=== axis_rr_packet_arbiter ===
axis_rr_packet_arbiter/congestion.png
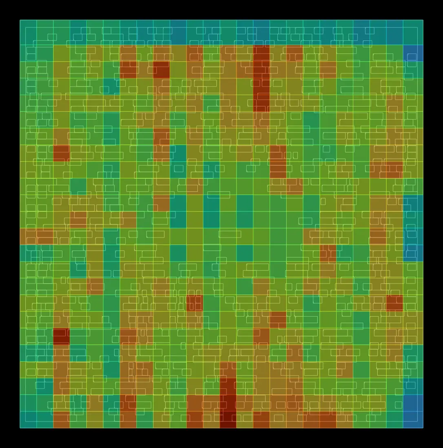

[config.mk]
export PLATFORM = sky130hd
export DESIGN_NAME = axis_rr_packet_arbiter
export DESIGN_NICKNAME = d
export VERILOG_FILES = /design/src/rtl/axis_arbiter_pkg.sv /design/src/rtl/rr_priority_select.sv /design/src/rtl/axis_rr_packet_arbiter.sv
export SDC_FILE = /design/constraint.sdc
export NUM_CORES = 1
export LEC_CHECK = 0
export CELL_PAD_IN_SITES_DETAIL_PLACEMENT = 1
export CELL_PAD_IN_SITES_GLOBAL_PLACEMENT = 1
export CORE_AREA = 2 2 165 167
export CTS_CLUSTER_SIZE = 12
export DETAILED_ROUTE_END_ITERATION = 8
export DIE_AREA = 0 0 167 169
export GPL_TIMING_DRIVEN = 0
export PLACE_DENSITY_LB_ADDON = 0.05
export SYNTH_ARGS = -nofsm -noshare
export SYNTH_HDL_FRONTEND = slang
export SYNTH_SLANG_ARGS = --single-unit
[constraint.sdc]
create_clock -name clock -period 1.7 [get_ports clock]
set_input_delay 0.34 -clock clock [delete_from_list [all_inputs] [get_ports clock]]
set_output_delay 0.34 -clock clock [all_outputs]
set_load 0.005 [all_outputs]
[src/rtl/axis_arbiter_pkg.sv]
// Shared types and helpers for the AXI-stream packet arbiter.
// Imported by axis_rr_packet_arbiter and rr_priority_select.
package axis_arbiter_pkg;

    typedef enum logic [0:0] {
        IDLE,
        LOCKED
    } arb_state_t;

    function automatic int idx_width(input int n);
        return (n > 1) ? $clog2(n) : 1;
    endfunction

endpackage

[src/rtl/rr_priority_select.sv]
// Rotating priority encoder: first set request after last_grant, mod N.
// Purely combinational; also used for register-bus arbitration.
module rr_priority_select
    import axis_arbiter_pkg::*;
#(
    parameter int N  = 4,
    parameter int IW = idx_width(N)
) (
    input  logic [N-1:0]  req,
    input  logic [IW-1:0] last_grant,
    output logic [IW-1:0] next_idx,
    output logic          any_req
);

    logic [IW:0] pos;

    // Scan farthest offset first so the nearest requester wins last.
    always_comb begin
        next_idx = '0;
        any_req  = 1'b0;
        pos      = '0;
        for (int i = N; i >= 1; i--) begin
            pos = {1'b0, last_grant} + (IW+1)'(i);
            if (pos >= (IW+1)'(N)) begin
                pos = pos - (IW+1)'(N);
            end
            if (req[pos[IW-1:0]]) begin
                next_idx = pos[IW-1:0];
                any_req  = 1'b1;
            end
        end
    end

endmodule

[src/rtl/axis_rr_packet_arbiter.sv]
// Packet-locked round-robin AXI-stream arbiter with a registered output.
// Define AXIS_ARB_SOURCE_TAG_EN to replace out_dest with the source index.
module axis_rr_packet_arbiter
    import axis_arbiter_pkg::*;
#(
    parameter int N_INPUTS   = 4,
    parameter int DATA_WIDTH = 32,
    parameter int DEST_WIDTH = 16,
    parameter int USER_WIDTH = 32,
    localparam int IW        = idx_width(N_INPUTS)
) (
    input  logic                           clock,
    input  logic                           reset,
    input  logic [N_INPUTS*DATA_WIDTH-1:0] in_data,
    input  logic [N_INPUTS*DEST_WIDTH-1:0] in_dest,
    input  logic [N_INPUTS*USER_WIDTH-1:0] in_user,
    input  logic [N_INPUTS-1:0]            in_tlast,
    input  logic [N_INPUTS-1:0]            in_valid,
    output logic [N_INPUTS-1:0]            in_ready,
    output logic [DATA_WIDTH-1:0]          out_data,
    output logic [DEST_WIDTH-1:0]          out_dest,
    output logic [USER_WIDTH-1:0]          out_user,
    output logic                           out_tlast,
    output logic                           out_valid,
    input  logic                           out_ready,
    output logic [IW-1:0]                  grant_idx,
    output logic                           busy
);

    arb_state_t state, state_nxt;

    logic [IW-1:0]         last_grant;
    logic [IW-1:0]         sel_idx;
    logic                  any_req;
    logic                  can_take;
    logic                  accept;
    logic [DATA_WIDTH-1:0] cur_data;
    logic [DEST_WIDTH-1:0] cur_dest;
    logic [USER_WIDTH-1:0] cur_user;
    logic                  cur_last;

    rr_priority_select #(
        .N  (N_INPUTS),
        .IW (IW)
    ) u_sel (
        .req        (in_valid),
        .last_grant (last_grant),
        .next_idx   (sel_idx),
        .any_req    (any_req)
    );

    assign cur_data = in_data[int'(grant_idx)*DATA_WIDTH +: DATA_WIDTH];
    assign cur_user = in_user[int'(grant_idx)*USER_WIDTH +: USER_WIDTH];
    assign cur_last = in_tlast[grant_idx];

`ifdef AXIS_ARB_SOURCE_TAG_EN
    assign cur_dest = DEST_WIDTH'(grant_idx);
`else
    assign cur_dest = in_dest[int'(grant_idx)*DEST_WIDTH +: DEST_WIDTH];
`endif

    // Ready depends only on state and the output register, never on valid.
    assign can_take = (state == LOCKED) && (!out_valid || out_ready);
    assign accept   = can_take && in_valid[grant_idx];
    assign busy     = (state == LOCKED);

    always_comb begin
        in_ready = '0;
        if (can_take) begin
            in_ready[grant_idx] = 1'b1;
        end
    end

    always_comb begin
        state_nxt = state;
        unique case (state)
            IDLE: begin
                if (any_req) begin
                    state_nxt = LOCKED;
                end
            end
            LOCKED: begin
                if (accept && cur_last) begin
                    state_nxt = IDLE;
                end
            end
        endcase
    end

    always_ff @(posedge clock or negedge reset) begin
        if (!reset) begin
            state <= IDLE;
        end else begin
            state <= state_nxt;
        end
    end

    always_ff @(posedge clock or negedge reset) begin
        if (!reset) begin
            grant_idx  <= '0;
            last_grant <= IW'(N_INPUTS - 1);
        end else begin
            if (state == IDLE && any_req) begin
                grant_idx <= sel_idx;
            end
            if (accept && cur_last) begin
                last_grant <= grant_idx;
            end
        end
    end

    // Output stage drains in either state; it only loads while LOCKED.
    always_ff @(posedge clock or negedge reset) begin
        if (!reset) begin
            out_valid <= 1'b0;
            out_data  <= '0;
            out_dest  <= '0;
            out_user  <= '0;
            out_tlast <= 1'b0;
        end else if (accept) begin
            out_valid <= 1'b1;
            out_data  <= cur_data;
            out_dest  <= cur_dest;
            out_user  <= cur_user;
            out_tlast <= cur_last;
        end else if (out_ready) begin
            out_valid <= 1'b0;
        end
    end

endmodule

=== fir_channel_scheduler_flat ===
## src/rtl/fir_sched_pkg.sv

```systemverilog
// Shared types and helpers for the FIR channel scheduler.
package fir_sched_pkg;

    typedef enum logic [1:0] {
        IDLE = 2'd0,
        LOAD = 2'd1,
        MAC  = 2'd2,
        DONE = 2'd3
    } state_t;

    localparam int unsigned COUNTER_BIT_DEF = 5;
    localparam int unsigned CNT_W_DEF       = COUNTER_BIT_DEF + 1;
    localparam int unsigned MAX_CH          = 8;
    localparam int unsigned IDX_W           = 3;

    // First set bit of elig searching upward from last+1, wrapping modulo n_ch.
    function automatic logic [IDX_W-1:0] next_rr(input logic [MAX_CH-1:0] elig,
                                                 input logic [IDX_W-1:0]  last,
                                                 input int unsigned       n_ch);
        logic [IDX_W-1:0] win;
        logic             found;
        int unsigned      idx;
        win   = '0;
        found = 1'b0;
        for (int unsigned k = 1; k <= MAX_CH; k++) begin
            idx = (32'(last) + k) % n_ch;
            if (!found && (k <= n_ch) && elig[idx[IDX_W-1:0]]) begin
                win   = idx[IDX_W-1:0];
                found = 1'b1;
            end
        end
        return win;
    endfunction

endpackage

```

## src/rtl/fir_channel_scheduler_if.sv

```systemverilog
// Channel request / datapath control bundle between scheduler and FIR datapath.
interface fir_channel_scheduler_if #(
    parameter int unsigned N_CH        = 2,
    parameter int unsigned CH_BITS     = 1,
    parameter int unsigned COUNTER_BIT = 5
);
    logic [N_CH-1:0]      req;
    logic [N_CH-1:0]      ch_enable;
    logic [N_CH-1:0]      ack;
    logic [CH_BITS-1:0]   chan_sel;
    logic                 shift_en;
    logic                 flush;
    logic                 acc_en;
    logic [COUNTER_BIT:0] cnt;
    logic                 res_en;
    logic                 out_valid;
    logic [CH_BITS-1:0]   out_chan;
    logic                 busy;

    modport master (
        input  req, ch_enable,
        output ack, chan_sel, shift_en, flush, acc_en, cnt, res_en, out_valid, out_chan, busy
    );

    modport slave (
        output req, ch_enable,
        input  ack, chan_sel, shift_en, flush, acc_en, cnt, res_en, out_valid, out_chan, busy
    );
endinterface

```

## src/rtl/fir_rr_arbiter.sv

```systemverilog
// Combinational round-robin pick among eligible channels; pointer is owned by the caller.
module fir_rr_arbiter
    import fir_sched_pkg::*;
#(
    parameter int unsigned N_CH    = 2,
    parameter int unsigned CH_BITS = 1
) (
    input  logic [N_CH-1:0]    elig,
    input  logic [CH_BITS-1:0] last,
    output logic [CH_BITS-1:0] grant_idx,
    output logic               grant_vld
);
    logic [MAX_CH-1:0] w_elig_ext;
    logic [IDX_W-1:0]  w_last_ext;
    logic [IDX_W-1:0]  w_win;

    always_comb begin
        w_elig_ext             = '0;
        w_elig_ext[N_CH-1:0]   = elig;
        w_last_ext             = '0;
        w_last_ext[CH_BITS-1:0] = last;
    end

    assign w_win     = next_rr(w_elig_ext, w_last_ext, N_CH);
    assign grant_idx = w_win[CH_BITS-1:0];
    assign grant_vld = |elig;
endmodule

```

## src/rtl/fir_channel_scheduler.sv

```systemverilog
// Time-multiplexes one FIR datapath across N_CH sample streams, round-robin,
// sequencing shift/flush, LENGTH MAC cycles and result capture per sample.
module fir_channel_scheduler
    import fir_sched_pkg::*;
#(
    parameter int unsigned LENGTH      = 64,
    parameter int unsigned COUNTER_BIT = 5,
    parameter int unsigned N_CH        = 2,
    parameter int unsigned CH_BITS     = 1
) (
    input  logic                   clk,
    input  logic                   rst,
    fir_channel_scheduler_if.master bus
);
    localparam int unsigned          CNT_W    = COUNTER_BIT + 1;
    localparam logic [CNT_W-1:0]     LAST_CNT = CNT_W'(LENGTH - 1);
    localparam logic [CH_BITS-1:0]   LAST_RST = CH_BITS'(N_CH - 1);

    state_t             r_state;
    state_t             w_next;
    logic [CNT_W-1:0]   r_cnt;
    logic [CH_BITS-1:0] r_chan_sel;
    logic [CH_BITS-1:0] r_last;
    logic               r_out_valid;
    logic [CH_BITS-1:0] r_out_chan;
    logic [N_CH-1:0]    w_elig;
    logic [CH_BITS-1:0] w_grant_idx;
    logic               w_grant_vld;
    logic               w_arb;

    assign w_elig = bus.req & bus.ch_enable;
    assign w_arb  = (r_state == IDLE) || (r_state == DONE);

    fir_rr_arbiter #(
        .N_CH    (N_CH),
        .CH_BITS (CH_BITS)
    ) u_arb (
        .elig      (w_elig),
        .last      (r_last),
        .grant_idx (w_grant_idx),
        .grant_vld (w_grant_vld)
    );

    always_ff @(posedge clk or negedge rst) begin
        if (!rst) r_state <= IDLE;
        else      r_state <= w_next;
    end

    always_comb begin
        w_next = r_state;
        case (r_state)
            IDLE: if (w_grant_vld) w_next = LOAD;
            LOAD: w_next = MAC;
            MAC:  if (r_cnt == LAST_CNT) w_next = DONE;
            DONE: w_next = w_grant_vld ? LOAD : IDLE;
            default: w_next = IDLE;
        endcase
    end

    // Pointer, tap counter and result tag; out_chan takes the finishing job's
    // chan_sel on the same edge that chan_sel may move to the next winner.
    always_ff @(posedge clk or negedge rst) begin
        if (!rst) begin
            r_cnt       <= '0;
            r_chan_sel  <= '0;
            r_last      <= LAST_RST;
            r_out_valid <= 1'b0;
            r_out_chan  <= '0;
        end else begin
            r_cnt       <= ((r_state == MAC) && (r_cnt != LAST_CNT)) ? r_cnt + 1'b1 : '0;
            r_out_valid <= (r_state == DONE);
            if (r_state == DONE) r_out_chan <= r_chan_sel;
            if (w_arb && w_grant_vld) begin
                r_chan_sel <= w_grant_idx;
                r_last     <= w_grant_idx;
            end
        end
    end

    always_comb begin
        bus.ack       = '0;
        bus.shift_en  = 1'b0;
        bus.flush     = 1'b0;
        bus.acc_en    = 1'b0;
        bus.res_en    = 1'b0;
        bus.busy      = (r_state != IDLE);
        bus.cnt       = r_cnt;
        bus.chan_sel  = r_chan_sel;
        bus.out_valid = r_out_valid;
        bus.out_chan  = r_out_chan;
        case (r_state)
            LOAD: begin
                bus.ack      = N_CH'(1) << r_chan_sel;
                bus.shift_en = 1'b1;
                bus.flush    = 1'b1;
            end
            MAC:  bus.acc_en = 1'b1;
            DONE: bus.res_en = 1'b1;
            default: ;
        endcase
    end
endmodule

```

## src/flat_wrapper.sv

```systemverilog
// flat-port wrapper written by rule: the top's interface ports become plain ports
module fir_channel_scheduler_flat import fir_sched_pkg::*;
#(
    parameter int unsigned LENGTH      = 64,
    parameter int unsigned COUNTER_BIT = 5,
    parameter int unsigned N_CH        = 2,
    parameter int unsigned CH_BITS     = 1
)
  (clk, rst, bus_req, bus_ch_enable, bus_ack, bus_chan_sel, bus_shift_en, bus_flush, bus_acc_en, bus_cnt, bus_res_en, bus_out_valid, bus_out_chan, bus_busy);
  fir_channel_scheduler_if #(.N_CH(N_CH), .CH_BITS(CH_BITS), .COUNTER_BIT(COUNTER_BIT)) bus_i ();
  input  logic clk;
  input  logic rst;
  input wire logic [$bits(bus_i.req)-1:0] bus_req;
  input wire logic [$bits(bus_i.ch_enable)-1:0] bus_ch_enable;
  output wire logic [$bits(bus_i.ack)-1:0] bus_ack;
  output wire logic [$bits(bus_i.chan_sel)-1:0] bus_chan_sel;
  output wire logic [$bits(bus_i.shift_en)-1:0] bus_shift_en;
  output wire logic [$bits(bus_i.flush)-1:0] bus_flush;
  output wire logic [$bits(bus_i.acc_en)-1:0] bus_acc_en;
  output wire logic [$bits(bus_i.cnt)-1:0] bus_cnt;
  output wire logic [$bits(bus_i.res_en)-1:0] bus_res_en;
  output wire logic [$bits(bus_i.out_valid)-1:0] bus_out_valid;
  output wire logic [$bits(bus_i.out_chan)-1:0] bus_out_chan;
  output wire logic [$bits(bus_i.busy)-1:0] bus_busy;
  assign bus_i.req = bus_req;
  assign bus_i.ch_enable = bus_ch_enable;
  assign bus_ack = bus_i.ack;
  assign bus_chan_sel = bus_i.chan_sel;
  assign bus_shift_en = bus_i.shift_en;
  assign bus_flush = bus_i.flush;
  assign bus_acc_en = bus_i.acc_en;
  assign bus_cnt = bus_i.cnt;
  assign bus_res_en = bus_i.res_en;
  assign bus_out_valid = bus_i.out_valid;
  assign bus_out_chan = bus_i.out_chan;
  assign bus_busy = bus_i.busy;
  fir_channel_scheduler #(.LENGTH(LENGTH), .COUNTER_BIT(COUNTER_BIT), .N_CH(N_CH), .CH_BITS(CH_BITS)) u_core (.clk(clk), .rst(rst), .bus(bus_i));
endmodule
```

## config.mk

```make
export PLATFORM = sky130hd
export DESIGN_NAME = fir_channel_scheduler_flat
export DESIGN_NICKNAME = d
export VERILOG_FILES = /design/src/rtl/fir_sched_pkg.sv /design/src/rtl/fir_channel_scheduler_if.sv /design/src/rtl/fir_rr_arbiter.sv /design/src/rtl/fir_channel_scheduler.sv /design/src/flat_wrapper.sv
export SDC_FILE = /design/constraint.sdc
export NUM_CORES = 1
export LEC_CHECK = 0
export CAP_MARGIN = 0
export CORE_MARGIN = 1.5
export CORE_UTILIZATION = 40
export DETAILED_ROUTE_END_ITERATION = 10
export GPL_ROUTABILITY_DRIVEN = 1
export PLACE_DENSITY_LB_ADDON = 0.15
export SYNTH_ARGS = -nofsm -noshare
export SYNTH_HDL_FRONTEND = slang
export SYNTH_SLANG_ARGS = --single-unit
```

## constraint.sdc

```tcl
create_clock -name clk -period 2.15 [get_ports clk]
set_clock_uncertainty 0.1 [all_clocks]
set_input_delay 0.215 -clock clk [delete_from_list [all_inputs] [get_ports clk]]
set_output_delay 0.215 -clock clk [all_outputs]
set_load 0.02 [all_outputs]
```

=== exception_ctrl ===
`config.mk`:
```
export PLATFORM = sky130hd
export DESIGN_NAME = exception_ctrl
export DESIGN_NICKNAME = d
export VERILOG_FILES = /design/src/rtl/exception_ctrl.sv
export SDC_FILE = /design/constraint.sdc
export NUM_CORES = 1
export LEC_CHECK = 0
export CELL_PAD_IN_SITES_DETAIL_PLACEMENT = 0
export CELL_PAD_IN_SITES_GLOBAL_PLACEMENT = 1
export CORE_UTILIZATION = 29
export CTS_CLUSTER_SIZE = 20
export DETAILED_ROUTE_END_ITERATION = 12
export PLACE_DENSITY = 0.89
export SETUP_SLACK_MARGIN = 0.05
export SLEW_MARGIN = 10
export SYNTH_ARGS = -nofsm -noshare
export SYNTH_HDL_FRONTEND = slang
export SYNTH_SLANG_ARGS = --single-unit
```
`constraint.sdc`:
```
create_clock -name clk -period 4.51 [get_ports clk]
set_input_delay 0.902 -clock clk [delete_from_list [all_inputs] [get_ports clk]]
set_output_delay 0.902 -clock clk [all_outputs]
set_load 0.03 [all_outputs]
```
`src/rtl/exception_ctrl.sv`:
```
// Exception sequencer: saves EPC/cause, fetches the handler vector byte
// from memory and redirects the PC with a one-cycle load strobe.
module exception_ctrl #(
   parameter int MEM_WAIT = 1
) (
   input  logic        clk,
   input  logic        reset,
   input  logic        exc_opcode,
   input  logic        exc_overflow,
   input  logic        exc_divzero,
   input  logic [31:0] pc_in,
   input  logic [7:0]  mem_byte,
   input  logic [2:0]  memtoreg_in,
   input  logic        regwrite_in,
   output logic [2:0]  memtoreg_out,
   output logic        regwrite_out,
   output logic        busy,
   output logic [31:0] epc,
   output logic [1:0]  cause,
   output logic        mem_read,
   output logic [31:0] mem_addr,
   output logic        pc_load,
   output logic [31:0] pc_next,
   output logic        done
);

   typedef enum logic [1:0] {IDLE, SAVE, READ, LOAD} state_t;

   localparam logic [3:0] LAST = 4'(MEM_WAIT - 1);

   state_t      state;
   state_t      nxt;
   logic [3:0]  cnt;
   logic        any_exc;
   logic [1:0]  cause_nxt;

   assign any_exc = exc_opcode | exc_overflow | exc_divzero;

   // Overlapping flags are legal, so this must be a priority decode.
   always_comb begin
      cause_nxt = 2'd0;
      priority case (1'b1)
         exc_opcode:   cause_nxt = 2'd1;
         exc_overflow: cause_nxt = 2'd2;
         exc_divzero:  cause_nxt = 2'd3;
         default:      cause_nxt = 2'd0;
      endcase
   end

   always_comb begin
      nxt = state;
      unique case (state)
         IDLE:    if (any_exc) nxt = SAVE;
         SAVE:    nxt = READ;
         READ:    if (cnt == LAST) nxt = LOAD;
         LOAD:    nxt = IDLE;
         default: nxt = IDLE;
      endcase
   end

   always_ff @(posedge clk or negedge reset) begin
      if (!reset) begin
         state   <= IDLE;
         cnt     <= 4'd0;
         epc     <= 32'd0;
         cause   <= 2'd0;
         pc_next <= 32'd0;
      end else begin
         state <= nxt;
         if (state == IDLE && any_exc) begin
            cause <= cause_nxt;
            epc   <= pc_in;
         end
         if (state == READ) cnt <= cnt + 4'd1;
         else               cnt <= 4'd0;
         // Vector byte is taken on the edge that enters LOAD.
         if (state == READ && cnt == LAST)
            pc_next <= {24'd0, mem_byte};
      end
   end

   assign busy     = (state != IDLE);
   assign mem_read = (state == READ);
   assign pc_load  = (state == LOAD);
   assign done     = (state == LOAD);
   // Vectors 253..255 are 0xFC | cause.
   assign mem_addr = (state == SAVE || state == READ)
                   ? {24'd0, 6'b111111, cause} : 32'd0;

   assign memtoreg_out = busy ? 3'd0 : memtoreg_in;
   assign regwrite_out = regwrite_in & ~busy & ~any_exc;

endmodule

```

==> screenshots <==
Wires at chosen ports, followed through buffers.
Plate I
Bar = 10 µm.
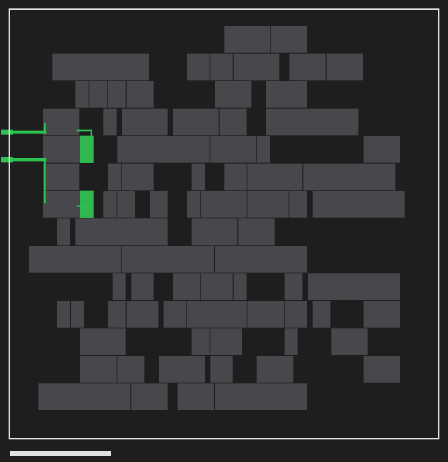
Plate II
Bar = 50 µm.
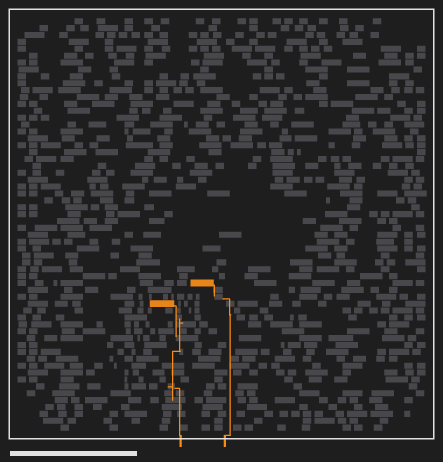
Plate III
Bar = 20 µm.
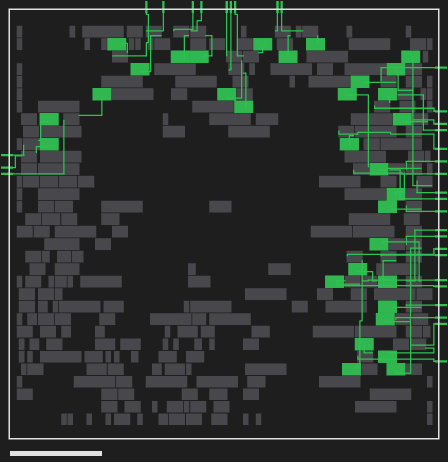
| from | picture |
|---|---|
| fir_channel_scheduler_flat | Plate I |
| exception_ctrl | Plate III |
| axis_rr_packet_arbiter | Plate II |
Of these, smallest die: Plate I
Of these, largest die: Plate II

exception_ctrl/clk_routes.png
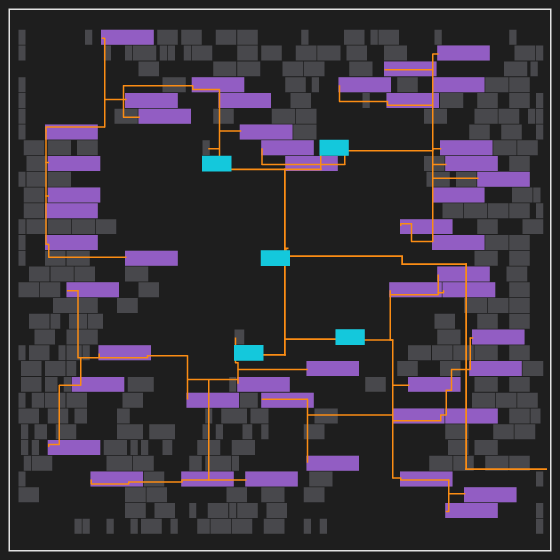
- orange: clock wires (length 664 µm)
- purple: flip-flops (count 48)
- cyan: clock drivers (count 5)
- flops lie: all over the die
- routed clock nets: 6

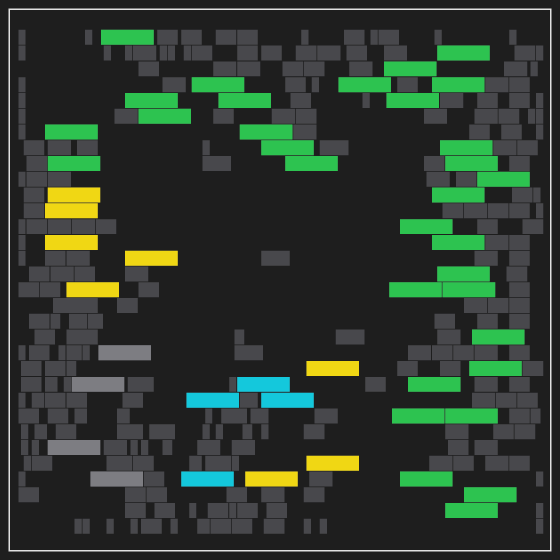
exception_ctrl/flops_by_reg.png
Other sequential cells in the stronger gray, the rest of the logic in the fainter gray.
- cyan: cnt (placed flops 4; where bottom center)
- green: epc (placed flops 32; where all over the die)
- yellow: pc_next (placed flops 8)
- not colored: 4

==> flow_summary.toml, exception_ctrl <==
# physical design summary
[cts]
cts_made_buffers = 5
cts.path.max_buffers = 2
postCtsHoldBufs = 0
clk_latency_ps = 290
clkSlewWorstSetupHoldPaths_ps = 90
htreeDepth = 2
cts-root-buf = "clkbuf_8"

[setup_path]
critPathCapture = "regwrite_out"
slowest_delay_ps = 660
path_buffers = 2
cpMostUsedCell = "clkdlybuf4s50_1"

[synthesis]
ys_top_cells_by_count = "buf_4 (56), dfrtp_1 (48), mux2_2 (39)"
top_cell_area_share = 0.499
ys_sh_simple = 0.0405
ys.warnings.count = 0
synthArstFlopShare = 1.00
ys_seq_share = 0.499
ff_type = "dfrtp_1"
synthCells = 187
ys_cells = 187

[finish]
clk_share = 0.0228
clock_buffers = 6
fin_nets = 344
buffers = 107
largest_class = "flip-flops and latches"
seqCellArea_um2 = 1200

[die]
fp-row-count = 32

[power]
leakage_uw = 0.00149
p_int_uw = 1560

[timing]
setup_viol = 0
worst_slack_ps = 913
worst_slew_pin_slew_ps = 1070
finalSetupTns_ps = 0
skew_ps = 7.54

[global_routing]
met2_usage = 0.183

[min_path]
hp-class = "flop to flop"

[route]
top_layer = "met4"

[place]
post_dp_cell_area_um2 = 3320
dp_hpwl_um = 3560
pre_cts_slack_ps = 862

[run_status]
status = "finished, final reports clean"
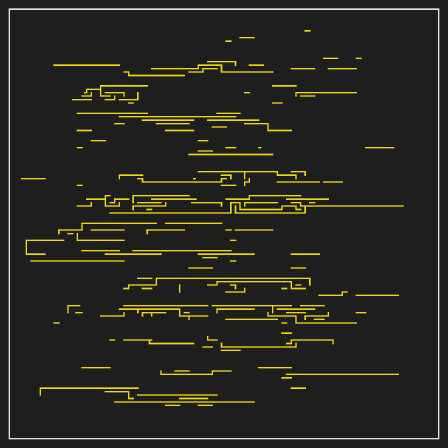
fir_channel_scheduler_flat/layer_met1.png
- share of all routed wire: 49%
- wire length on this layer: 548 µm
- longest straight run: 15.2 µm
- main direction: horizontal

==> flow_summary.toml, fir_channel_scheduler_flat <==
# physical design summary
[place]
dp_hpwl_um = 823
post_dp_cell_area_um2 = 842

[cts]
cts_resized = 0
cts_made_buffers = 3

[setup_path]
path_max_fanout = 4

[finish]
diodes = 0
signal_buffer_area_fraction = 0.251
fillers = 137
n_all_inverters = 4
buffers = 21

[synthesis]
xor_area_frac = 0.0424

[run_status]
status = "finished, final reports clean"

[global_routing]
grt_first_pass_wirelength_um = 1880

[timing]
maxSlewHeadroom = 0.632

[power]
p_sw_uw = 463
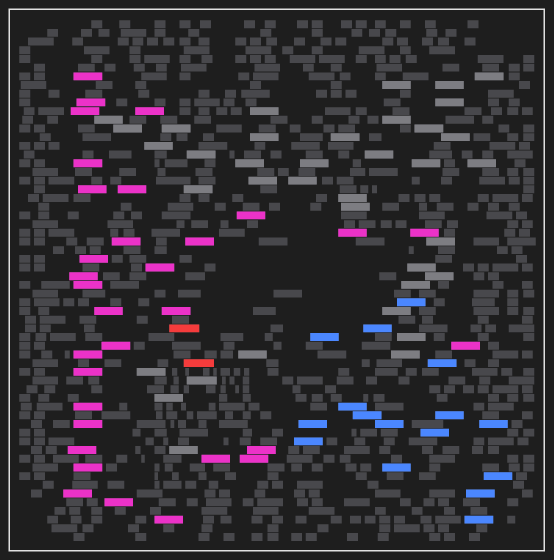
axis_rr_packet_arbiter/flops_by_reg.png
Other sequential cells in the stronger gray, the rest of the logic in the fainter gray.
- blue: out_dest (placed flops 16)
- magenta: out_user (placed flops 32)
- red: last_grant (placed flops 2)
- not colored: 37

## Picture notes: axis_rr_packet_arbiter/congestion.png
Avg WL per Cell: 22.2 µm
total track usage: 0.164
met2 Track Usage GR: 0.307

==> flow_summary.toml, axis_rr_packet_arbiter <==
# physical design summary
[run_status]
status = "finished, violations left"
violations = "negative hold slack, negative setup slack"

[setup_path]
r2r-start = "grant_idx[0]$_DFFE_PN0P_"
rr_endpoint = "out_user[26]$_DFFE_PN0P_"
startpoint = "in_valid[1]"
cp_data_required_time_ps = 1930

[finish]
fillers = 2721
area.combinational_um2 = 3300
diodes = 1
fin_nets = 1110
comb_cells = 194
buffers = 485
lay_top_cells = "clkdlybuf4s50_1 (412), dfrtp_1 (84), mux4_2 (82), mux2_4 (79), clkbuf_16 (24)"

[timing]
setup_viol = 83
hold_ws_ps = -4.46
rsz0062_at_grt = "yes"
worst_slack_ps = -243
hold_violations = 2

[die]
taps = 341

[route]
final_antenna_net_count = 0
drc = 0

[global_routing]
gr-max-usage-layer = "met2"

[power]
seqPwrFrac = 0.205
total_power_uw = 18800

[min_path]
hp-class = "primary input to async pin"

[synthesis]
top_cell = "dfrtp_1"

